=== uart_rx_string ===
==> uart_rx_string/power_grid.png <==
(3 px per um) Pins as bars on the die edge.
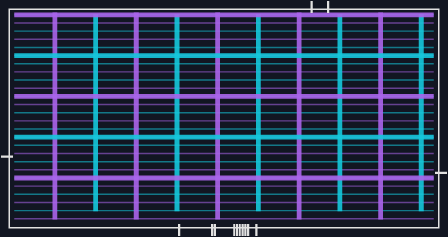

[src/rtl/uart_rx_string_pkg.sv]
// Shared definitions for the UART string receiver: timing derivations and
// the receive-core state encoding.
package uart_rx_string_pkg;

  typedef enum logic [1:0] {
    IDLE  = 2'd0,
    START = 2'd1,
    DATA  = 2'd2,
    STOP  = 2'd3
  } rx_state_t;

  // Clocks per bit period, truncated.
  function automatic int calc_bit_cnt(input int clk_freq, input int baud_rate);
    return clk_freq / baud_rate;
  endfunction

  // Clocks from the start-bit edge to the middle of the start bit.
  function automatic int calc_half_cnt(input int bit_cnt);
    return bit_cnt / 2;
  endfunction

  // Clocks of inter-byte silence tolerated while a partial match is pending.
  function automatic int calc_to_max(input int clk_freq, input int timeout_ms);
    return (clk_freq / 1000) * timeout_ms;
  endfunction

endpackage

[src/rtl/uart_rx_core.sv]
// 8N1 UART deserialiser: two-flop synchroniser, start-bit qualification at
// mid-bit, centre sampling of data and stop bits.
module uart_rx_core
  import uart_rx_string_pkg::*;
#(
  parameter int CLK_FREQ  = 10_000_000,
  parameter int BAUD_RATE = 115_200
) (
  input  logic       clk,
  input  logic       rst_n,
  input  logic       uart_rxd,
  output logic [7:0] dout,
  output logic       dat_valid,
  output logic       frame_err,
  output logic       rx_busy
);

  localparam int BIT_CNT  = calc_bit_cnt(CLK_FREQ, BAUD_RATE);
  localparam int HALF_CNT = calc_half_cnt(BIT_CNT);
  localparam int CNT_W    = $clog2(BIT_CNT);

  localparam logic [CNT_W-1:0] C_BIT_LAST  = CNT_W'(BIT_CNT - 1);
  localparam logic [CNT_W-1:0] C_HALF_LAST = CNT_W'(HALF_CNT - 1);

  logic [1:0]       r_sync;
  logic             r_sync_d;
  logic             w_line;
  logic             w_fall;

  rx_state_t        r_state,   w_state_next;
  logic [CNT_W-1:0] r_cnt,     w_cnt_next;
  logic [2:0]       r_bit_idx, w_bit_idx_next;
  logic [7:0]       r_shift,   w_shift_next;
  logic [7:0]       r_dout,    w_dout_next;
  logic             r_valid,   w_valid_next;
  logic             r_ferr,    w_ferr_next;

  // Bring the asynchronous line into the clock domain; keep one extra sample for edge detection.
  always_ff @(posedge clk or negedge rst_n) begin
    if (!rst_n) begin
      r_sync   <= 2'b11;
      r_sync_d <= 1'b1;
    end else begin
      r_sync   <= {r_sync[0], uart_rxd};
      r_sync_d <= r_sync[1];
    end
  end

  assign w_line = r_sync[1];
  assign w_fall = r_sync_d & ~r_sync[1];

  // State and datapath registers.
  always_ff @(posedge clk or negedge rst_n) begin
    if (!rst_n) begin
      r_state   <= IDLE;
      r_cnt     <= '0;
      r_bit_idx <= '0;
      r_shift   <= '0;
      r_dout    <= '0;
      r_valid   <= 1'b0;
      r_ferr    <= 1'b0;
    end else begin
      r_state   <= w_state_next;
      r_cnt     <= w_cnt_next;
      r_bit_idx <= w_bit_idx_next;
      r_shift   <= w_shift_next;
      r_dout    <= w_dout_next;
      r_valid   <= w_valid_next;
      r_ferr    <= w_ferr_next;
    end
  end

  // Next-state and datapath decisions; pulses default low every cycle.
  always_comb begin
    w_state_next   = r_state;
    w_cnt_next     = r_cnt;
    w_bit_idx_next = r_bit_idx;
    w_shift_next   = r_shift;
    w_dout_next    = r_dout;
    w_valid_next   = 1'b0;
    w_ferr_next    = 1'b0;

    case (r_state)
      IDLE: begin
        if (w_fall) begin
          w_state_next = START;
          w_cnt_next   = '0;
        end
      end

      START: begin
        if (r_cnt == C_HALF_LAST) begin
          w_cnt_next = '0;
          if (w_line) begin
            // Line recovered before mid-bit: a glitch, not a start bit.
            w_state_next = IDLE;
          end else begin
            w_state_next   = DATA;
            w_bit_idx_next = '0;
          end
        end else begin
          w_cnt_next = r_cnt + 1'b1;
        end
      end

      DATA: begin
        if (r_cnt == C_BIT_LAST) begin
          w_cnt_next   = '0;
          w_shift_next = {w_line, r_shift[7:1]};
          if (r_bit_idx == 3'd7) begin
            w_state_next = STOP;
          end else begin
            w_bit_idx_next = r_bit_idx + 1'b1;
          end
        end else begin
          w_cnt_next = r_cnt + 1'b1;
        end
      end

      STOP: begin
        if (r_cnt == C_BIT_LAST) begin
          // Leave at mid-stop so a back-to-back start edge is not missed.
          w_cnt_next   = '0;
          w_state_next = IDLE;
          if (w_line) begin
            w_dout_next  = r_shift;
            w_valid_next = 1'b1;
          end else begin
            w_ferr_next = 1'b1;
          end
        end else begin
          w_cnt_next = r_cnt + 1'b1;
        end
      end

      default: begin
        w_state_next = IDLE;
        w_cnt_next   = '0;
      end
    endcase
  end

  assign dout      = r_dout;
  assign dat_valid = r_valid;
  assign frame_err = r_ferr;
  assign rx_busy   = (r_state != IDLE);

endmodule

[src/rtl/uart_rx_string.sv]
// UART receiver with a fixed-string detector: exposes every received byte
// and pulses match when the whole command string arrives within the
// inter-byte timeout.
module uart_rx_string
  import uart_rx_string_pkg::*;
#(
  parameter int                     CLK_FREQ   = 10_000_000,
  parameter int                     BAUD_RATE  = 115_200,
  parameter int                     STR_LEN    = 5,
  parameter logic [8*STR_LEN-1:0]   STR_DAT    = "TEST\r",
  parameter int                     TIMEOUT_MS = 10
) (
  input  logic       clk,
  input  logic       rst_n,
  input  logic       uart_rxd,
  output logic [7:0] rx_data,
  output logic       rx_valid,
  output logic       frame_err,
  output logic       match
);

  localparam int TO_MAX = calc_to_max(CLK_FREQ, TIMEOUT_MS);
  localparam int IDX_W  = $clog2(STR_LEN);
  localparam int GAP_W  = $clog2(TO_MAX);

  localparam logic [IDX_W-1:0] C_IDX_LAST = IDX_W'(STR_LEN - 1);
  localparam logic [IDX_W-1:0] C_IDX_ONE  = IDX_W'(1);
  localparam logic [GAP_W-1:0] C_GAP_LAST = GAP_W'(TO_MAX - 1);

  logic [7:0]       w_dout;
  logic             w_valid;
  logic             w_ferr;
  logic             w_rx_busy;
  logic             w_unused_busy;

  logic [7:0]       w_str [STR_LEN];
  logic [7:0]       w_exp;

  logic [IDX_W-1:0] r_idx;
  logic [GAP_W-1:0] r_gap;
  logic             r_match;

  uart_rx_core #(
    .CLK_FREQ  (CLK_FREQ),
    .BAUD_RATE (BAUD_RATE)
  ) u_core (
    .clk       (clk),
    .rst_n     (rst_n),
    .uart_rxd  (uart_rxd),
    .dout      (w_dout),
    .dat_valid (w_valid),
    .frame_err (w_ferr),
    .rx_busy   (w_rx_busy)
  );

  // Busy is only of interest when probing the core; the matcher does not need it.
  assign w_unused_busy = w_rx_busy;

  // Split the string into a byte table; entry 0 is the first character sent.
  generate
    for (genvar gi = 0; gi < STR_LEN; gi++) begin : g_str
      assign w_str[gi] = STR_DAT[(STR_LEN - gi) * 8 - 1 -: 8];
    end
  endgenerate

  assign w_exp = w_str[r_idx];

  // Match index, inter-byte gap timer and the match pulse.
  always_ff @(posedge clk or negedge rst_n) begin
    if (!rst_n) begin
      r_idx   <= '0;
      r_gap   <= '0;
      r_match <= 1'b0;
    end else begin
      r_match <= 1'b0;
      if (w_valid) begin
        // A fresh byte always restarts the gap timer, even on the timeout cycle.
        r_gap <= '0;
        if (w_dout == w_exp) begin
          if (r_idx == C_IDX_LAST) begin
            r_match <= 1'b1;
            r_idx   <= '0;
          end else begin
            r_idx <= r_idx + 1'b1;
          end
        end else if (w_dout == w_str[0]) begin
          // Only the single-character restart is recognised, not general overlap.
          r_idx <= C_IDX_ONE;
        end else begin
          r_idx <= '0;
        end
      end else if (w_ferr) begin
        r_idx <= '0;
        r_gap <= '0;
      end else if (r_idx != '0) begin
        if (r_gap == C_GAP_LAST) begin
          r_idx <= '0;
          r_gap <= '0;
        end else begin
          r_gap <= r_gap + 1'b1;
        end
      end else begin
        r_gap <= '0;
      end
    end
  end

  assign rx_data   = w_dout;
  assign rx_valid  = w_valid;
  assign frame_err = w_ferr;
  assign match     = r_match;

endmodule
[config.mk]
export PLATFORM = sky130hd
export DESIGN_NAME = uart_rx_string
export DESIGN_NICKNAME = d
export VERILOG_FILES = /design/src/rtl/uart_rx_string_pkg.sv /design/src/rtl/uart_rx_core.sv /design/src/rtl/uart_rx_string.sv
export SDC_FILE = /design/constraint.sdc
export NUM_CORES = 1
export LEC_CHECK = 0
export CORE_ASPECT_RATIO = 0.5
export CORE_UTILIZATION = 28
export DETAILED_ROUTE_END_ITERATION = 8
export SLEW_MARGIN = 20
export SYNTH_ARGS = -nofsm -noshare
export SYNTH_HDL_FRONTEND = slang
export SYNTH_SLANG_ARGS = --single-unit
[constraint.sdc]
create_clock -name clk -period 2.6 [get_ports clk]
set_input_delay 0.52 -clock clk [delete_from_list [all_inputs] [get_ports clk]]
set_output_delay 0.52 -clock clk [all_outputs]
set_load 0.01 [all_outputs]
=== interval_timer ===
File: config.mk
export PLATFORM = sky130hd
export DESIGN_NAME = interval_timer
export DESIGN_NICKNAME = d
export VERILOG_FILES = /design/src/rtl/interval_timer_pkg.sv /design/src/rtl/timer_prescaler.sv /design/src/rtl/interval_timer.sv
export SDC_FILE = /design/constraint.sdc
export NUM_CORES = 1
export LEC_CHECK = 0
export ABC_AREA = 0
export CORE_ASPECT_RATIO = 0.6
export CORE_UTILIZATION = 50
export DETAILED_ROUTE_END_ITERATION = 10
export PLACE_DENSITY = 0.7
export SLEW_MARGIN = 20
export SYNTH_ARGS = -nofsm -noshare
export SYNTH_HDL_FRONTEND = slang
export SYNTH_HIERARCHICAL = 1
export SYNTH_SLANG_ARGS = --single-unit
File: constraint.sdc
create_clock -name i_clk -period 3.2 [get_ports i_clk]
set_input_delay 0.64 -clock i_clk [delete_from_list [all_inputs] [get_ports i_clk]]
set_output_delay 0.64 -clock i_clk [all_outputs]
set_load 0.02 [all_outputs]
File: src/rtl/interval_timer_pkg.sv
// Register map, CTRL field positions and shared types for the 6502-bus interval timer.
package interval_timer_pkg;

    localparam int unsigned DATA_W  = 8;
    localparam int unsigned COUNT_W = 16;
    localparam int unsigned ADDR_W  = 2;
    localparam int unsigned PRE_W   = 8;
    localparam int unsigned PSEL_W  = 2;

    localparam logic [ADDR_W-1:0] REG_LATCH_LO = 2'd0;
    localparam logic [ADDR_W-1:0] REG_LATCH_HI = 2'd1;
    localparam logic [ADDR_W-1:0] REG_CTRL     = 2'd2;
    localparam logic [ADDR_W-1:0] REG_STATUS   = 2'd3;

    localparam int unsigned CTRL_EN_BIT   = 0;
    localparam int unsigned CTRL_CONT_BIT = 1;
    localparam int unsigned CTRL_IE_BIT   = 2;
    localparam int unsigned CTRL_PSEL_LSB = 3;
    localparam int unsigned STATUS_FLAG_BIT = 0;

    typedef struct packed {
        logic [PSEL_W-1:0] psel;
        logic              ie;
        logic              cont;
        logic              en;
    } ctrl_t;

    typedef enum logic {
        ST_IDLE = 1'b0,
        ST_RUN  = 1'b1
    } timer_state_t;

    // Terminal prescaler value (divide ratio minus one) for each psel code.
    function automatic logic [PRE_W-1:0] psel_to_div(input logic [PSEL_W-1:0] psel);
        case (psel)
            2'd0:    return PRE_W'(0);
            2'd1:    return PRE_W'(7);
            2'd2:    return PRE_W'(63);
            default: return PRE_W'(255);
        endcase
    endfunction

endpackage

File: src/rtl/timer_prescaler.sv
// Free-running prescaler: emits one tick every (terminal+1) clocks while enabled.
module timer_prescaler
    import interval_timer_pkg::*;
(
    input  logic             i_clk,
    input  logic             i_reset,
    input  logic             i_en,
    input  logic             i_clear,
    input  logic [PRE_W-1:0] i_term,
    output logic             o_tick
);

    logic [PRE_W-1:0] pre_q;

    assign o_tick = i_en & (pre_q == i_term);

    // Held at zero while disabled so every enable starts a full prescale period.
    always_ff @(posedge i_clk or posedge i_reset) begin
        if (i_reset) begin
            pre_q <= '0;
        end else if (!i_en || i_clear || o_tick) begin
            pre_q <= '0;
        end else begin
            pre_q <= pre_q + PRE_W'(1);
        end
    end

endmodule

File: src/rtl/interval_timer.sv
// 16-bit down-counting interval timer with one-shot/auto-reload modes, a byte-wide
// register interface committed on the rising edge of phi2, and an active-low IRQ.
module interval_timer
    import interval_timer_pkg::*;
(
    input  logic              i_clk,
    input  logic              i_reset,
    input  logic              i_phi2,
    input  logic              i_cs,
    input  logic [ADDR_W-1:0] i_addr,
    input  logic              i_rw,
    input  logic [DATA_W-1:0] i_data,
    output logic [DATA_W-1:0] o_data,
    output logic              o_irq_n
);

    logic               phi2_q;
    logic [COUNT_W-1:0] latch_q;
    logic [COUNT_W-1:0] count_q;
    logic [DATA_W-1:0]  hi_snap_q;
    ctrl_t              ctrl_q;
    logic               flag_q;
    timer_state_t       state_q;

    logic  acc;
    logic  wr;
    logic  rd;
    logic  ctrl_wr;
    logic  hi_wr;
    logic  tick;
    logic  cnt_evt;
    logic  underflow;
    ctrl_t ctrl_wdata;

    assign acc     = i_cs & i_phi2 & ~phi2_q;
    assign wr      = acc & ~i_rw;
    assign rd      = acc & i_rw;
    assign ctrl_wr = wr & (i_addr == REG_CTRL);
    assign hi_wr   = wr & (i_addr == REG_LATCH_HI);

    always_comb begin
        ctrl_wdata      = '0;
        ctrl_wdata.en   = i_data[CTRL_EN_BIT];
        ctrl_wdata.cont = i_data[CTRL_CONT_BIT];
        ctrl_wdata.ie   = i_data[CTRL_IE_BIT];
        ctrl_wdata.psel = i_data[CTRL_PSEL_LSB +: PSEL_W];
    end

    // A CTRL write that disables the timer suppresses a coincident count step.
    assign cnt_evt   = tick & (state_q == ST_RUN) & ~(ctrl_wr & ~ctrl_wdata.en);
    assign underflow = cnt_evt & (count_q == '0);

    timer_prescaler u_prescaler (
        .i_clk   (i_clk),
        .i_reset (i_reset),
        .i_en    (ctrl_q.en),
        .i_clear (hi_wr),
        .i_term  (psel_to_div(ctrl_q.psel)),
        .o_tick  (tick)
    );

    // Counting first, bus writes last: a write to the same register overrides the count path.
    always_ff @(posedge i_clk or posedge i_reset) begin
        if (i_reset) begin
            phi2_q    <= 1'b0;
            latch_q   <= '0;
            count_q   <= '0;
            hi_snap_q <= '0;
            ctrl_q    <= '0;
            flag_q    <= 1'b0;
            state_q   <= ST_IDLE;
        end else begin
            phi2_q <= i_phi2;

            if (cnt_evt) begin
                if (count_q != '0) begin
                    count_q <= count_q - COUNT_W'(1);
                end else if (ctrl_q.cont) begin
                    count_q <= latch_q;
                end else begin
                    ctrl_q.en <= 1'b0;
                    state_q   <= ST_IDLE;
                end
            end

            if (wr && (i_addr == REG_STATUS) && i_data[STATUS_FLAG_BIT]) begin
                flag_q <= 1'b0;
            end
            if (underflow) begin
                flag_q <= 1'b1;
            end

            if (rd && (i_addr == REG_LATCH_LO)) begin
                hi_snap_q <= count_q[COUNT_W-1 -: DATA_W];
            end

            if (wr) begin
                case (i_addr)
                    REG_LATCH_LO: latch_q[DATA_W-1:0] <= i_data;
                    REG_LATCH_HI: begin
                        latch_q[COUNT_W-1 -: DATA_W] <= i_data;
                        count_q <= {i_data, latch_q[DATA_W-1:0]};
                    end
                    REG_CTRL: begin
                        ctrl_q  <= ctrl_wdata;
                        state_q <= ctrl_wdata.en ? ST_RUN : ST_IDLE;
                    end
                    default: ;
                endcase
            end
        end
    end

    assign o_irq_n = ~(flag_q & ctrl_q.ie);

    always_comb begin
        o_data = '0;
        if (i_cs && i_rw) begin
            case (i_addr)
                REG_LATCH_LO: o_data = count_q[DATA_W-1:0];
                REG_LATCH_HI: o_data = hi_snap_q;
                REG_CTRL:     o_data = DATA_W'(ctrl_q);
                default:      o_data = DATA_W'(flag_q);
            endcase
        end
    end

endmodule

=== decoy_gen_multi_flat ===
[src/rtl/decoy_pkg.sv]
// decoy_pkg -- shared types and constants for the decoy-state pulse generator.
//   state_t      : controller states (IDLE, ARMED, RUN)
//   LEVEL_W      : width of the intensity-level code carried on decoy_level
//   *_DEF        : default values for the generator parameters
package decoy_pkg;

    typedef enum logic [1:0] {
        ST_IDLE  = 2'd0,
        ST_ARMED = 2'd1,
        ST_RUN   = 2'd2
    } state_t;

    localparam int LEVEL_W      = 2;

    localparam int RNG_W_DEF    = 4;
    localparam int N_LEVELS_DEF = 3;
    localparam int PULSE_W_DEF  = 8;
    localparam int CNT_W_DEF    = 32;

endpackage

[src/rtl/decoy_gen_multi_if.sv]
// decoy_gen_multi_if -- sample-in / pulse-out bundle of the decoy generator.
//   rng_value    : random sample (RNG_W bits), qualified by rd_en_4
//   rd_en_4      : single-cycle strobe, one accepted sample per high cycle
//   decoy_signal : high while a pulse with a non-zero level is active
//   decoy_level  : level of the current pulse (0 when no pulse)
//   decoy_valid  : high while any pulse is active
// The master modport is the sample source / pulse consumer; the generator
// itself connects through the slave modport.
interface decoy_gen_multi_if #(
    parameter int RNG_W = decoy_pkg::RNG_W_DEF
) ();
    import decoy_pkg::*;

    logic [RNG_W-1:0]   rng_value;
    logic               rd_en_4;
    logic               decoy_signal;
    logic [LEVEL_W-1:0] decoy_level;
    logic               decoy_valid;

    modport master (
        output rng_value,
        output rd_en_4,
        input  decoy_signal,
        input  decoy_level,
        input  decoy_valid
    );

    modport slave (
        input  rng_value,
        input  rd_en_4,
        output decoy_signal,
        output decoy_level,
        output decoy_valid
    );

endinterface

[src/rtl/decoy_gen_multi_pps_sync_edge.sv]
// pps_sync_edge -- two-flop synchroniser plus rising-edge detector for the
// asynchronous PPS input.
//   clk      : destination clock
//   rst      : asynchronous active-high reset
//   soft_rst : synchronous active-high reset, same effect as rst
//   async_in : asynchronous input
//   rise     : one-cycle pulse when the synchronised level goes 0 -> 1
module pps_sync_edge (
    input  logic clk,
    input  logic rst,
    input  logic soft_rst,
    input  logic async_in,
    output logic rise
);

    logic meta_p0;
    logic sync_p1;
    logic prev_p2;

    always_ff @(posedge clk or posedge rst) begin
        if (rst) begin
            meta_p0 <= 1'b0;
            sync_p1 <= 1'b0;
            prev_p2 <= 1'b0;
        end else if (soft_rst) begin
            meta_p0 <= 1'b0;
            sync_p1 <= 1'b0;
            prev_p2 <= 1'b0;
        end else begin
            // stage 1 may go metastable; stage 2 is the clean level
            meta_p0 <= async_in;
            sync_p1 <= meta_p0;
            // previous clean level, for edge detection
            prev_p2 <= sync_p1;
        end
    end

    assign rise = sync_p1 & ~prev_p2;

endmodule

[src/rtl/decoy_gen_multi.sv]
// decoy_gen_multi -- decoy-state intensity pulse generator.
// Once armed by pps_trigger and started by a PPS edge, each accepted random
// sample is mapped to an intensity level via the threshold set and drives a
// pulse of pulse_len cycles (or held until the next sample when pulse_len=0).
// Per-level sample counts are snapshotted and cleared at each PPS edge.
//   clk240      : clock
//   rst_240     : asynchronous active-high reset
//   decoy_rst   : synchronous active-high soft reset (acts like rst_240)
//   pps_i       : asynchronous PPS input
//   pps_trigger : level arm enable; dropping it returns to IDLE
//   thr         : N_LEVELS-1 thresholds, slice k = thr[k*RNG_W +: RNG_W]
//   pulse_len   : pulse length in cycles, 0 = hold until next sample
//   bus         : rng_value/rd_en_4 in, decoy_signal/level/valid out
//   running     : high in RUN
//   level_cnt   : per-level counts captured at the last PPS edge in RUN
module decoy_gen_multi
    import decoy_pkg::*;
#(
    parameter int RNG_W    = RNG_W_DEF,
    parameter int N_LEVELS = N_LEVELS_DEF,
    parameter int PULSE_W  = PULSE_W_DEF,
    parameter int CNT_W    = CNT_W_DEF
) (
    input  logic                          clk240,
    input  logic                          rst_240,
    input  logic                          decoy_rst,
    input  logic                          pps_i,
    input  logic                          pps_trigger,
    input  logic [(N_LEVELS-1)*RNG_W-1:0] thr,
    input  logic [PULSE_W-1:0]            pulse_len,
    decoy_gen_multi_if.slave              bus,
    output logic                          running,
    output logic [N_LEVELS*CNT_W-1:0]     level_cnt
);

    function automatic logic [CNT_W-1:0] sat_inc(input logic [CNT_W-1:0] v);
        return (&v) ? v : v + 1'b1;
    endfunction

    state_t             state;
    state_t             state_nxt;
    logic               pps_rise;
    logic               accept;
    logic               keep_run;
    logic               snap;
    logic [RNG_W-1:0]   rng;
    logic [LEVEL_W-1:0] lvl;

    logic               valid_q;
    logic               signal_q;
    logic [LEVEL_W-1:0] level_q;
    logic               hold_q;
    logic [PULSE_W-1:0] rem_q;

    logic [CNT_W-1:0]   cnt [N_LEVELS];

    pps_sync_edge u_pps (
        .clk      (clk240),
        .rst      (rst_240),
        .soft_rst (decoy_rst),
        .async_in (pps_i),
        .rise     (pps_rise)
    );

    // controller state register
    always_ff @(posedge clk240 or posedge rst_240) begin
        if (rst_240) begin
            state <= ST_IDLE;
        end else if (decoy_rst) begin
            state <= ST_IDLE;
        end else begin
            state <= state_nxt;
        end
    end

    // ARMED drops back to IDLE ahead of a coincident PPS edge when the
    // trigger is removed.
    always_comb begin
        state_nxt = state;
        case (state)
            ST_IDLE: begin
                if (pps_trigger) state_nxt = ST_ARMED;
            end
            ST_ARMED: begin
                if (!pps_trigger)  state_nxt = ST_IDLE;
                else if (pps_rise) state_nxt = ST_RUN;
            end
            ST_RUN: begin
                if (!pps_trigger) state_nxt = ST_IDLE;
            end
            default: state_nxt = ST_IDLE;
        endcase
    end

    assign running  = (state == ST_RUN);
    // samples only count from the first full cycle spent in RUN
    assign accept   = (state == ST_RUN) && bus.rd_en_4;
    assign keep_run = (state_nxt == ST_RUN);
    assign snap     = (state == ST_RUN) && pps_rise;
    assign rng      = bus.rng_value;

    // Lowest matching threshold wins, scanning from the top down so the
    // last assignment is the smallest k; thresholds need not be monotonic.
    always_comb begin
        lvl = LEVEL_W'(N_LEVELS - 1);
        for (int k = N_LEVELS - 2; k >= 0; k--) begin
            if (rng < thr[k*RNG_W +: RNG_W]) lvl = LEVEL_W'(k);
        end
    end

    // pulse output stage: registered one cycle after the accepted sample
    always_ff @(posedge clk240 or posedge rst_240) begin
        if (rst_240) begin
            valid_q  <= 1'b0;
            signal_q <= 1'b0;
            level_q  <= '0;
            hold_q   <= 1'b0;
            rem_q    <= '0;
        end else if (decoy_rst || !keep_run) begin
            // outputs are silent whenever the next state is not RUN
            valid_q  <= 1'b0;
            signal_q <= 1'b0;
            level_q  <= '0;
            hold_q   <= 1'b0;
            rem_q    <= '0;
        end else if (accept) begin
            // restart with the sampled length; rem_q counts cycles left
            // after the first one, so a length of N gives N active cycles
            valid_q  <= 1'b1;
            signal_q <= (lvl != '0);
            level_q  <= lvl;
            hold_q   <= (pulse_len == '0);
            rem_q    <= pulse_len - PULSE_W'(1);
        end else if (valid_q && !hold_q) begin
            if (rem_q == '0) begin
                valid_q  <= 1'b0;
                signal_q <= 1'b0;
                level_q  <= '0;
            end else begin
                rem_q <= rem_q - PULSE_W'(1);
            end
        end
    end

    assign bus.decoy_valid  = valid_q;
    assign bus.decoy_signal = signal_q;
    assign bus.decoy_level  = level_q;

    // statistics: a sample coinciding with the snapshot opens the new
    // interval with a count of one
    always_ff @(posedge clk240 or posedge rst_240) begin
        if (rst_240) begin
            level_cnt <= '0;
            for (int k = 0; k < N_LEVELS; k++) cnt[k] <= '0;
        end else if (decoy_rst) begin
            level_cnt <= '0;
            for (int k = 0; k < N_LEVELS; k++) cnt[k] <= '0;
        end else begin
            for (int k = 0; k < N_LEVELS; k++) begin
                if (snap) level_cnt[k*CNT_W +: CNT_W] <= cnt[k];
                if (accept && (lvl == LEVEL_W'(k))) begin
                    cnt[k] <= snap ? CNT_W'(1) : sat_inc(cnt[k]);
                end else if (snap) begin
                    cnt[k] <= '0;
                end
            end
        end
    end

endmodule

[src/flat_wrapper.sv]
// flat-port wrapper written by rule: the top's interface ports become plain ports
module decoy_gen_multi_flat import decoy_pkg::*;
#(
    parameter int RNG_W    = RNG_W_DEF,
    parameter int N_LEVELS = N_LEVELS_DEF,
    parameter int PULSE_W  = PULSE_W_DEF,
    parameter int CNT_W    = CNT_W_DEF
)
  (clk240, rst_240, decoy_rst, pps_i, pps_trigger, thr, pulse_len, running, level_cnt, bus_rng_value, bus_rd_en_4, bus_decoy_signal, bus_decoy_level, bus_decoy_valid);
  decoy_gen_multi_if #(.RNG_W(RNG_W)) bus_i ();
  input  logic clk240;
  input  logic rst_240;
  input  logic decoy_rst;
  input  logic pps_i;
  input  logic pps_trigger;
  input  logic [(N_LEVELS-1)*RNG_W-1:0] thr;
  input  logic [PULSE_W-1:0] pulse_len;
  output logic running;
  output logic [N_LEVELS*CNT_W-1:0] level_cnt;
  input wire logic [$bits(bus_i.rng_value)-1:0] bus_rng_value;
  input wire logic [$bits(bus_i.rd_en_4)-1:0] bus_rd_en_4;
  output wire logic [$bits(bus_i.decoy_signal)-1:0] bus_decoy_signal;
  output wire logic [$bits(bus_i.decoy_level)-1:0] bus_decoy_level;
  output wire logic [$bits(bus_i.decoy_valid)-1:0] bus_decoy_valid;
  assign bus_i.rng_value = bus_rng_value;
  assign bus_i.rd_en_4 = bus_rd_en_4;
  assign bus_decoy_signal = bus_i.decoy_signal;
  assign bus_decoy_level = bus_i.decoy_level;
  assign bus_decoy_valid = bus_i.decoy_valid;
  decoy_gen_multi #(.RNG_W(RNG_W), .N_LEVELS(N_LEVELS), .PULSE_W(PULSE_W), .CNT_W(CNT_W)) u_core (.clk240(clk240), .rst_240(rst_240), .decoy_rst(decoy_rst), .pps_i(pps_i), .pps_trigger(pps_trigger), .thr(thr), .pulse_len(pulse_len), .bus(bus_i), .running(running), .level_cnt(level_cnt));
endmodule
[config.mk]
export PLATFORM = sky130hd
export DESIGN_NAME = decoy_gen_multi_flat
export DESIGN_NICKNAME = d
export VERILOG_FILES = /design/src/rtl/decoy_pkg.sv /design/src/rtl/decoy_gen_multi_if.sv /design/src/rtl/decoy_gen_multi_pps_sync_edge.sv /design/src/rtl/decoy_gen_multi.sv /design/src/flat_wrapper.sv
export SDC_FILE = /design/constraint.sdc
export NUM_CORES = 1
export LEC_CHECK = 0
export CORE_ASPECT_RATIO = 1.25
export CORE_UTILIZATION = 55
export CTS_BUF_LIST = sky130_fd_sc_hd__clkbuf_4
export DETAILED_ROUTE_END_ITERATION = 6
export HOLD_SLACK_MARGIN = 0.06
export PLACE_DENSITY_LB_ADDON = 0.05
export SLEW_MARGIN = 20
export SYNTH_ARGS = -nofsm -noshare
export SYNTH_HDL_FRONTEND = slang
export SYNTH_HIERARCHICAL = 1
export SYNTH_SLANG_ARGS = --single-unit
[constraint.sdc]
create_clock -name clk240 -period 13 [get_ports clk240]
set_input_delay 1.3 -clock clk240 [delete_from_list [all_inputs] [get_ports clk240]]
set_output_delay 1.3 -clock clk240 [all_outputs]
set_load 0.02 [all_outputs]
=== aes_ahb_slave_if ===
<file path="config.mk">
export PLATFORM = sky130hd
export DESIGN_NAME = aes_ahb_slave_if
export DESIGN_NICKNAME = d
export VERILOG_FILES = /design/src/rtl/aes_ahb_slave_if.sv
export SDC_FILE = /design/constraint.sdc
export NUM_CORES = 2
export LEC_CHECK = 0
export ABC_CLOCK_PERIOD_IN_PS = 3400
export CAP_MARGIN = 30
export CORE_UTILIZATION = 40
export DETAILED_ROUTE_END_ITERATION = 6
export DONT_BUFFER_PORTS = 1
export PLACE_DENSITY = 0.55
export SETUP_SLACK_MARGIN = 0.15
export SLEW_MARGIN = 20
export SYNTH_ARGS = -nofsm -noshare
export SYNTH_HDL_FRONTEND = slang
export SYNTH_SLANG_ARGS = --single-unit
export TNS_END_PERCENT = 50
</file>
<file path="constraint.sdc">
create_clock -name HCLK -period 3.4 [get_ports HCLK]
set_input_delay 0.51 -clock HCLK [delete_from_list [all_inputs] [get_ports HCLK]]
set_output_delay 0.51 -clock HCLK [all_outputs]
set_load 0.02 [all_outputs]
</file>
<file path="src/rtl/aes_ahb_slave_if.sv">
// AHB-Lite slave front end for the AES accelerator: control/key/data-block registers,
// an in-order input slot ring feeding the core, and an output slot ring for bus read-back.
`timescale 1ns/1ps
module aes_ahb_slave_if #(
  parameter int unsigned NUM_SLOTS = 4
) (
  input  logic         HCLK,
  input  logic         HRESETn,
  input  logic         HSELx,
  input  logic [31:0]  HADDR,
  input  logic [31:0]  HWDATA,
  input  logic [1:0]   HTRANS,
  input  logic         HWRITE,
  input  logic [2:0]   HSIZE,
  input  logic [2:0]   HBURST,
  input  logic [3:0]   HPROT,
  output logic [31:0]  HRDATA,
  output logic         HREADY,
  output logic [1:0]   HRESP,
  output logic [127:0] key_out,
  output logic         key_valid,
  output logic         mode,
  output logic [127:0] in_block,
  output logic         in_valid,
  input  logic         in_ready,
  input  logic [127:0] out_block,
  input  logic         out_valid,
  output logic         out_ready
);

  typedef enum logic [1:0] {PH_IDLE, PH_DATA, PH_ERR1, PH_ERR2} phase_t;

  phase_t               r_ph;
  logic                 r_dp_write;
  logic [5:0]           r_dp_word;
  logic [127:0]         r_key;
  logic                 r_key_loaded;
  logic                 r_key_valid;
  logic                 r_mode;
  logic [127:0]         r_in_mem  [NUM_SLOTS];
  logic [NUM_SLOTS-1:0] r_in_full;
  logic [1:0]           r_in_rd;
  logic [127:0]         r_out_mem [NUM_SLOTS];
  logic [NUM_SLOTS-1:0] r_out_full;
  logic [1:0]           r_out_wr;

  logic        w_unused;
  logic [5:0]  w_aw;
  logic        w_ok;
  logic        w_err;
  logic        w_dp;
  logic        w_in_region;
  logic        w_out_region;
  logic        w_key_region;
  logic [1:0]  w_slot;
  logic [1:0]  w_wsel;
  logic        w_stall;
  logic        w_hready;
  logic        w_done;
  logic        w_wr_done;
  logic        w_rd_done;
  logic        w_capture;
  logic        w_in_take;
  logic        w_out_take;
  logic [31:0] w_status;
  logic [31:0] w_rdata;

  assign w_unused = &{1'b0, HBURST, HPROT, HADDR[31:8], HADDR[1:0]};

  // Address-phase legality: word index only, upper address bits ignored.
  assign w_aw = HADDR[7:2];
  assign w_ok = HWRITE ? ((w_aw == 6'd1) || (w_aw == 6'd2) || (w_aw[5:2] == 4'd1) ||
                          (w_aw[5:4] == 2'd1))
                       : ((w_aw == 6'd0) || (w_aw[5:4] == 2'd1) || (w_aw[5:4] == 2'd2));
  assign w_err = !w_ok || (HSIZE != 3'b010);

  assign w_dp         = (r_ph == PH_DATA);
  assign w_in_region  = (r_dp_word[5:4] == 2'd1);
  assign w_out_region = (r_dp_word[5:4] == 2'd2);
  assign w_key_region = (r_dp_word[5:2] == 4'd1);
  assign w_slot       = r_dp_word[3:2];
  assign w_wsel       = r_dp_word[1:0];

  // Any write into a still-occupied input slot waits for the core to drain it.
  assign w_stall    = w_dp && r_dp_write && w_in_region && r_in_full[w_slot];
  assign w_hready   = (r_ph != PH_ERR1) && !w_stall;
  assign w_done     = w_dp && w_hready;
  assign w_wr_done  = w_done && r_dp_write;
  assign w_rd_done  = w_done && !r_dp_write;
  assign w_capture  = HSELx && HTRANS[1] && w_hready;
  assign w_in_take  = r_in_full[r_in_rd] && in_ready;
  assign w_out_take = out_valid && !r_out_full[r_out_wr];

  assign w_status = {22'd0, r_out_full, r_in_full, r_mode, r_key_loaded};

  always_comb begin
    w_rdata = '0;
    if (w_dp && !r_dp_write) begin
      if (r_dp_word == 6'd0)
        w_rdata = w_status;
      else if (w_out_region && r_out_full[w_slot])
        w_rdata = r_out_mem[w_slot][{~w_wsel, 5'b0} +: 32];
    end
  end

  always_ff @(posedge HCLK or negedge HRESETn) begin
    if (!HRESETn) begin
      r_ph         <= PH_IDLE;
      r_dp_write   <= 1'b0;
      r_dp_word    <= '0;
      r_key        <= '0;
      r_key_loaded <= 1'b0;
      r_key_valid  <= 1'b0;
      r_mode       <= 1'b0;
      r_in_full    <= '0;
      r_in_rd      <= '0;
      r_out_full   <= '0;
      r_out_wr     <= '0;
      for (int unsigned i = 0; i < NUM_SLOTS; i++) begin
        r_in_mem[i]  <= '0;
        r_out_mem[i] <= '0;
      end
    end else begin
      r_key_valid <= 1'b0;

      if (w_hready) begin
        if (w_capture) begin
          r_ph       <= w_err ? PH_ERR1 : PH_DATA;
          r_dp_write <= HWRITE;
          r_dp_word  <= w_aw;
        end else begin
          r_ph <= PH_IDLE;
        end
      end else if (r_ph == PH_ERR1) begin
        r_ph <= PH_ERR2;
      end

      // Drain clears before any bus set; a completing write never targets a full slot.
      if (w_in_take) begin
        r_in_full[r_in_rd] <= 1'b0;
        r_in_rd            <= r_in_rd + 2'd1;
      end

      if (w_wr_done) begin
        if (r_dp_word == 6'd1) r_mode <= 1'b0;
        if (r_dp_word == 6'd2) r_mode <= 1'b1;
        if (w_key_region) begin
          r_key[{~w_wsel, 5'b0} +: 32] <= HWDATA;
          if (w_wsel == 2'd3) begin
            r_key_loaded <= 1'b1;
            r_key_valid  <= 1'b1;
          end
        end
        if (w_in_region) begin
          r_in_mem[w_slot][{~w_wsel, 5'b0} +: 32] <= HWDATA;
          if (w_wsel == 2'd3) r_in_full[w_slot] <= 1'b1;
        end
      end

      if (w_rd_done && w_out_region && (w_wsel == 2'd3))
        r_out_full[w_slot] <= 1'b0;

      if (w_out_take) begin
        r_out_mem[r_out_wr]  <= out_block;
        r_out_full[r_out_wr] <= 1'b1;
        r_out_wr             <= r_out_wr + 2'd1;
      end
    end
  end

  assign HREADY    = w_hready;
  assign HRESP     = ((r_ph == PH_ERR1) || (r_ph == PH_ERR2)) ? 2'b01 : 2'b00;
  assign HRDATA    = w_rdata;
  assign key_out   = r_key;
  assign key_valid = r_key_valid;
  assign mode      = r_mode;
  assign in_block  = r_in_mem[r_in_rd];
  assign in_valid  = r_in_full[r_in_rd];
  assign out_ready = !r_out_full[r_out_wr];

endmodule

</file>
==> uart_rx_string/clocks.png <==
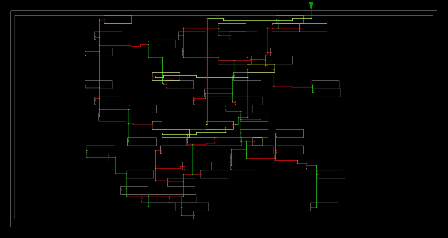
cts bufs inserted: 5
clk latency late pin: 0.29 ns
Clock buffer cells: 6
Setup Skew: 0.00683 ns

Notes on uart_rx_string/power_grid.png above:
VSS: marked purple. VDD: marked cyan.
26 met1 rails follow the rows. 5 straps on met5.

==> results.sh, uart_rx_string <==
# source this file to load flow results
export IMPL_status="complete, no violations"
export IMPL_h_tree_depth=2
export IMPL_rsz0062_at_grt="false"
export IMPL_place_hpwl_mm=3.64
export IMPL_drt_iter0_drc=126
export IMPL_swShare_pct=30.1
export IMPL_startpoint="u_core.r_cnt[2]"
export IMPL_m1WireLength_mm=2.50
export IMPL_cts_setup_buffers=0
export IMPL_top_area_cell="dfrtp_1"
export IMPL_setup_ws_ns=0.440
export IMPL_synth_edff_count=0
export IMPL_power_group_top="registers"
export IMPL_r2r_setup_slack_ns=0.44
export IMPL_power_frac_seq_pct=46.3
export IMPL_worst_path_max_delay_cell="a31oi_1"
export IMPL_pre_cts_slack_ns=0.439
export IMPL_max_freq_mhz=463
export IMPL_avgSynthCellArea_um2=10.6
export IMPL_pwr_share_comb_pct=20.6
export IMPL_vias=1901
export IMPL_maxUsedRoutingLayer="met4"
export IMPL_fillers=973
export IMPL_route_detailed_drc=0
export IMPL_io_pins=14
export IMPL_synthCells=260
export IMPL_core_util_floorplan_pct=29.1
export IMPL_nets=292
export IMPL_die_w_um=143
[uart_rx_string: flip-flops by register name, summed over array words and instances, names as in the netlist, named ones only]
name and cells:
u_core.r_sync 2, u_core.frame_err 1, u_core.r_state 1, u_core.r_sync_d 1, u_core.dout 8, u_core.r_bit_idx 3
match 1, u_core.r_shift 8, u_core.r_cnt 7, r_gap 17, u_core.dat_valid 1, r_idx 3
[uart_rx_string: cell type report]
type | instances | area [um2] | share of cell area (%)
clock buffers | 6 | 129 | 4.05
multi-input cells | 184 | 1320 | 41.4
repair buffers | 14 | 133 | 4.17
well taps | 135 | 169 | 5.31
clock inverters | 2 | 17.5 | 0.551
flip-flops and latches | 54 | 1360 | 42.6
inverters | 16 | 60.1 | 1.89
[uart_rx_string: cells by family (layout without fill, tap and decap cells)]
| kind of cell | count (synthesis) | after routing | synth area share (%) |
|---|---|---|---|
| AND-OR/OR-AND | 28 | 28 | 6.82 |
| XOR/XNOR | 14 | 14 | 4.43 |
| adder cells (fa/ha/maj) | 14 | 14 | 6.33 |
| buffers and inverters | 22 | 38 | 3.43 |
| flip-flops | 54 | 54 | 48.9 |
| multiplexers | 21 | 21 | 8.36 |
| AND/OR/NAND/NOR | 107 | 107 | 21.7 |
==> aes_ahb_slave_if/wires.png <==
(1 px per um)
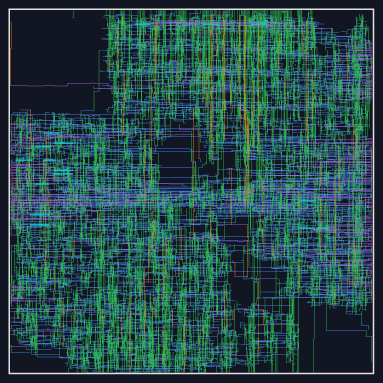
metal 4: marked orange, wire length 4140 um. metal 1: marked blue, wire length 61.7 mm. metal 2: marked green, wire length 73.8 mm. metal 3: marked purple, wire length 10400 um. metal 5: marked cyan, wire length 236 um.

==> results.sh, aes_ahb_slave_if <==
# source this file to load flow results
export IMPL_finalHoldViolCount=78
export IMPL_dieHeight_um=363
export IMPL_whs_ns=-0.0936
export IMPL_setup_ws_ns=-0.0819
export IMPL_status="finished with violations"
export IMPL_ys_sh_adder_pct=0.337
export IMPL_setup_viol=19
export IMPL_pre_cts_slack_ns=0.335
export IMPL_buffers=283
export IMPL_total_power_w=0.0504
export IMPL_r2r_setup_slack_ns=0.28
export IMPL_ir_drop_mv=0.566
export IMPL_yosys_area_top_type_share_pct=56.5
export IMPL_fp_nets=3446
export IMPL_violations="hold timing, setup timing"
export IMPL_h_tree_depth=4
export IMPL_avgSynthCellArea_um2=16.2
export IMPL_tap_cell_count=1729
export IMPL_maxUsedRoutingLayer="met5"
==> aes_ahb_slave_if: worst max-delay path, delay by kind of cell, from the launching register on <==
| family | cells | cell delay (ns) |
|---|---|---|
| DFF | 1 | 0.54 |
| buffers and inverters | 3 | 0.45 |
| and+or+nand+nor | 1 | 0.21 |
| muxes | 2 | 1.00 |
==> aes_ahb_slave_if: power breakdown <==
group	switching, W	leakage, nW	total [W]	internal (W)
combinational	0.00740	10.6	0.0159	0.00854
sequential	0.00222	15.5	0.0198	0.0176
clock	0.00590	2.20	0.0146	0.00873
==> aes_ahb_slave_if: flip-flops by register name (all words and copies together), names as in the netlist <==
signal,count
key_out,128
key_valid,1
mode,1
r_dp_word,6
r_dp_write,1
r_in_full,4
r_in_mem,512
r_in_rd,2
r_key_loaded,1
r_out_full,4
r_out_mem,512
r_out_wr,2
r_ph,2
==> aes_ahb_slave_if: layer usage <==
metal,track usage [%],vias to the layer above
met5,0,-
met4,7.62,32
met3,6.64,266
met2,37.6,841
met1,28.8,16146
li1,-,12378
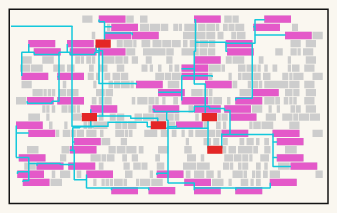
(interval_timer/clk_routes.png)
(3 px per um)
clock wires: marked cyan, length 694 um. flip-flops: marked magenta, count 56. clock drivers: marked red, count 5.
There are 6 routed clock nets. Position of the flops: all over the die.

==> results.sh, interval_timer <==
# source this file to load flow results
export IMPL_busiest_layer="met1"
export IMPL_areaGrowthSynthToFinish_pct=15.1
export IMPL_pwr_share_clk_pct=19.4
export IMPL_dieHeight_um=64.3
export IMPL_port_buffers=23
export IMPL_gp_congestion=1.00
export IMPL_ys_warnings_count=6
export IMPL_mostFrequentLayoutCells="dfrtp_1 (56), nand2_1 (39), nor2_1 (24), clkdlybuf4s50_1 (23)"
export IMPL_die_area_mm2=0.00680
export IMPL_grt_pass1_vias=2613
export IMPL_first_pass_iters=5
export IMPL_slowest_delay_ns=0.61
export IMPL_pg_seq_w=0.00103
export IMPL_period_minus_slack_ns=3.01
export IMPL_crit_chain="clkdlybuf4s50_1, nor2b_1, a21oi_1, nor2_1, clkdlybuf4s50_1"
export IMPL_grt_overflow_total=0
export IMPL_top_area_cell="dfrtp_1"
export IMPL_crit_fanout=5
export IMPL_status="complete, no violations"
export IMPL_route_detailed_drc=0
export IMPL_cts_repair_resized=0
export IMPL_setup_worst_path_end="o_data[2]"
export IMPL_postRouteAntennaNets=0
export IMPL_critPathKind="input pin to output port"
export IMPL_async_reset_ff_share_pct=100
export IMPL_m1WireLength_mm=4.76
export IMPL_path_delay_family="buffers and inverters"
export IMPL_die_w_um=106
export IMPL_r2r_setup_slack_ns=0.45
export IMPL_drv_slew=0
-- interval_timer: cell families after synthesis --
family                     count (synthesis)  share of synthesized area [%]
DFF                                       56                           43.4
AOI/OAI and AO/OA                         85                           17.4
xor gates and xnor gates                  11                           3.21
muxes                                     30                           10.4
adders and majority gates                  3                           1.16
and+or+nand+nor                          119                           20.5
buffers and inverters                     30                           3.99
-- interval_timer: through the flow --
| stage | util (%) | setup slack, ns | std cells | hold WS, ns |
|---|---|---|---|---|
| after floorplan | - | 0.634 | 334 | 0.440 |
| after global placement | 58.8 | 0.218 | 443 | 0.463 |
| after detailed placement | 58.8 | 0.190 | 443 | 0.468 |
| after CTS | 60.3 | 0.177 | 451 | 0.492 |
| after global routing | 60.3 | 0.0572 | 451 | 0.511 |
| final | 60.3 | 0.187 | 451 | 0.492 |
-- interval_timer: final cells by class --
class                           count  area, um2  share of cell area [%]
Inverter                           13       48.8                    1.31
Timing Repair Buffer               42        373                    10.0
Multi-Input combinational cell    248       1700                    45.7
Clock buffer                        8       90.1                    2.42
Tap cell                           84        105                    2.83
Sequential cell                    56       1400                    37.7
==> decoy_gen_multi_flat/clocks.png <==
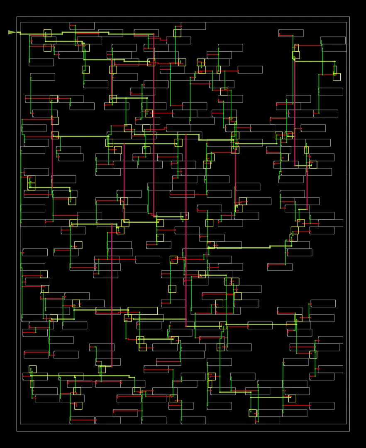
cts bufs inserted: 54
Clock buffer cells: 77

==> results.sh, decoy_gen_multi_flat <==
# source this file to load flow results
export IMPL_status="complete, no violations"
export IMPL_rows=55
export IMPL_comb_area_share_pct=37.7
export IMPL_vias=8845
export IMPL_h_tree_depth=2
export IMPL_first_pass_iters=5
export IMPL_mostFrequentLayoutCells="nand2_1 (255), dfrtp_1 (210), a21oi_1 (149), clkdlybuf4s50_1 (125), clkbuf_4 (77)"
export IMPL_pwr_share_comb_pct=4.0
export IMPL_p_comb_w=0.0000504
export IMPL_min_from="u_core/bus.decoy_level[1]"
export IMPL_power_per_cell_area_mw_per_mm2=102
export IMPL_swShare_pct=23.5
export IMPL_cts_hold_buffers_added=0
export IMPL_path_delay_family="simple AND/OR/NAND/NOR gates"
export IMPL_areaGrowthSynthToFinish_pct=19.8
export IMPL_dominant_cells="flip-flops and latches"
export IMPL_clk_latency_ns=0.69
export IMPL_avgSynthCellArea_um2=8.86
export IMPL_grtUsageMet2_pct=43.9
export IMPL_met2WireLength_mm=12.1
export IMPL_gp_congestion=0.888
export IMPL_hold_class="flip-flop to flip-flop"
export IMPL_cts_repair_resized=0
export IMPL_avgViaCountPerCell=5.75
export IMPL_nets=1314
export IMPL_routed_wl_mm=24.5
export IMPL_die_area_mm2=0.0191
export IMPL_root_buffer="clkbuf_4"
export IMPL_drv_cap=0
export IMPL_worst_path_max_delay_cell="or4b_1"
## decoy_gen_multi_flat: registers in the layout, indices dropped and copies added (netlist names)
| register | flops |
|---|---|
| u_core/bus.decoy_valid | 1 |
| u_core/bus.decoy_level | 2 |
| u_core/level_cnt | 96 |
| u_core/u_pps/sync_p1 | 1 |
| u_core/u_pps/meta_p0 | 1 |
| u_core/hold_q | 1 |
| u_core/bus.decoy_signal | 1 |
| u_core/u_pps/prev_p2 | 1 |
| u_core/rem_q | 8 |
| u_core/state | 2 |
| u_core/cnt | 96 |
## decoy_gen_multi_flat: cells by family (layout without fill, tap and decap cells)
group	after synthesis	in the layout	share of synthesized area, %
DFF	210	210	51.4
AOI/OAI and AO/OA	242	242	13.2
buffers and inverters	89	244	3.54
and+or+nand+nor	551	551	26.2
muxes	6	6	0.588
adders and majority gates	10	10	1.22
other	0	1	0
xor gates and xnor gates	45	45	3.86
## decoy_gen_multi_flat: through the flow
| stage | cells | instance area [um2] |
|---|---|---|
| 6_report | 1537 | 12200 |
| 5_1_grt | 1537 | 12200 |
| 3_3_place_gp | 1450 | 11600 |
| 2_1_floorplan | 1153 | 10200 |
| 3_5_place_dp | 1450 | 11600 |
| 4_1_cts | 1536 | 12200 |


==> gallery <==
Clock distribution.
image #1
(2 px per um)
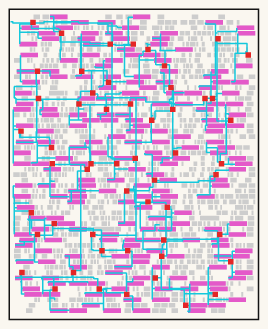
image #2
(2 px per um)
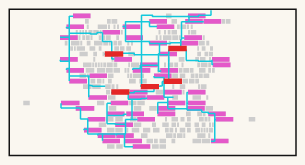
image #3
(1 px per um)
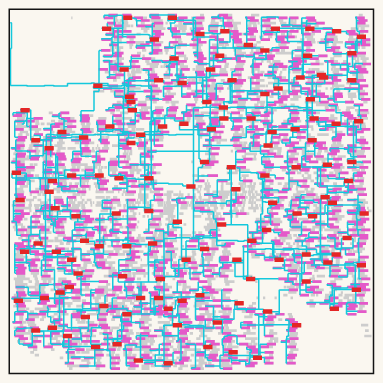
aes_ahb_slave_if -> image #3
uart_rx_string -> image #2
decoy_gen_multi_flat -> image #1


==> notes/layouts.md <==
Pictures saved along the way, in no particular order.

Gate families picked out.
(a)
(2 px per um)
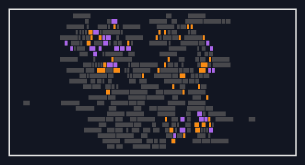
(b)
(2 px per um)
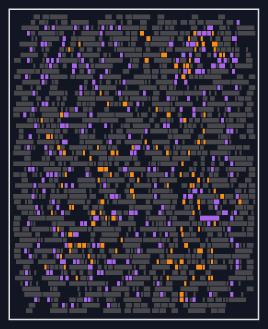
(c)
(3 px per um)
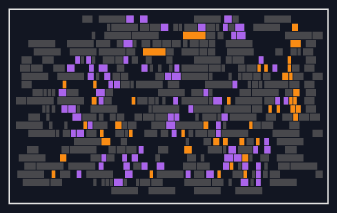
For uart_rx_string, see (a).
For interval_timer, see (c).
For decoy_gen_multi_flat, see (b).
Of these, smallest die: (c)
Of these, most cells: (b)

No activity file was given, so power comes from the tool's default toggle rates.
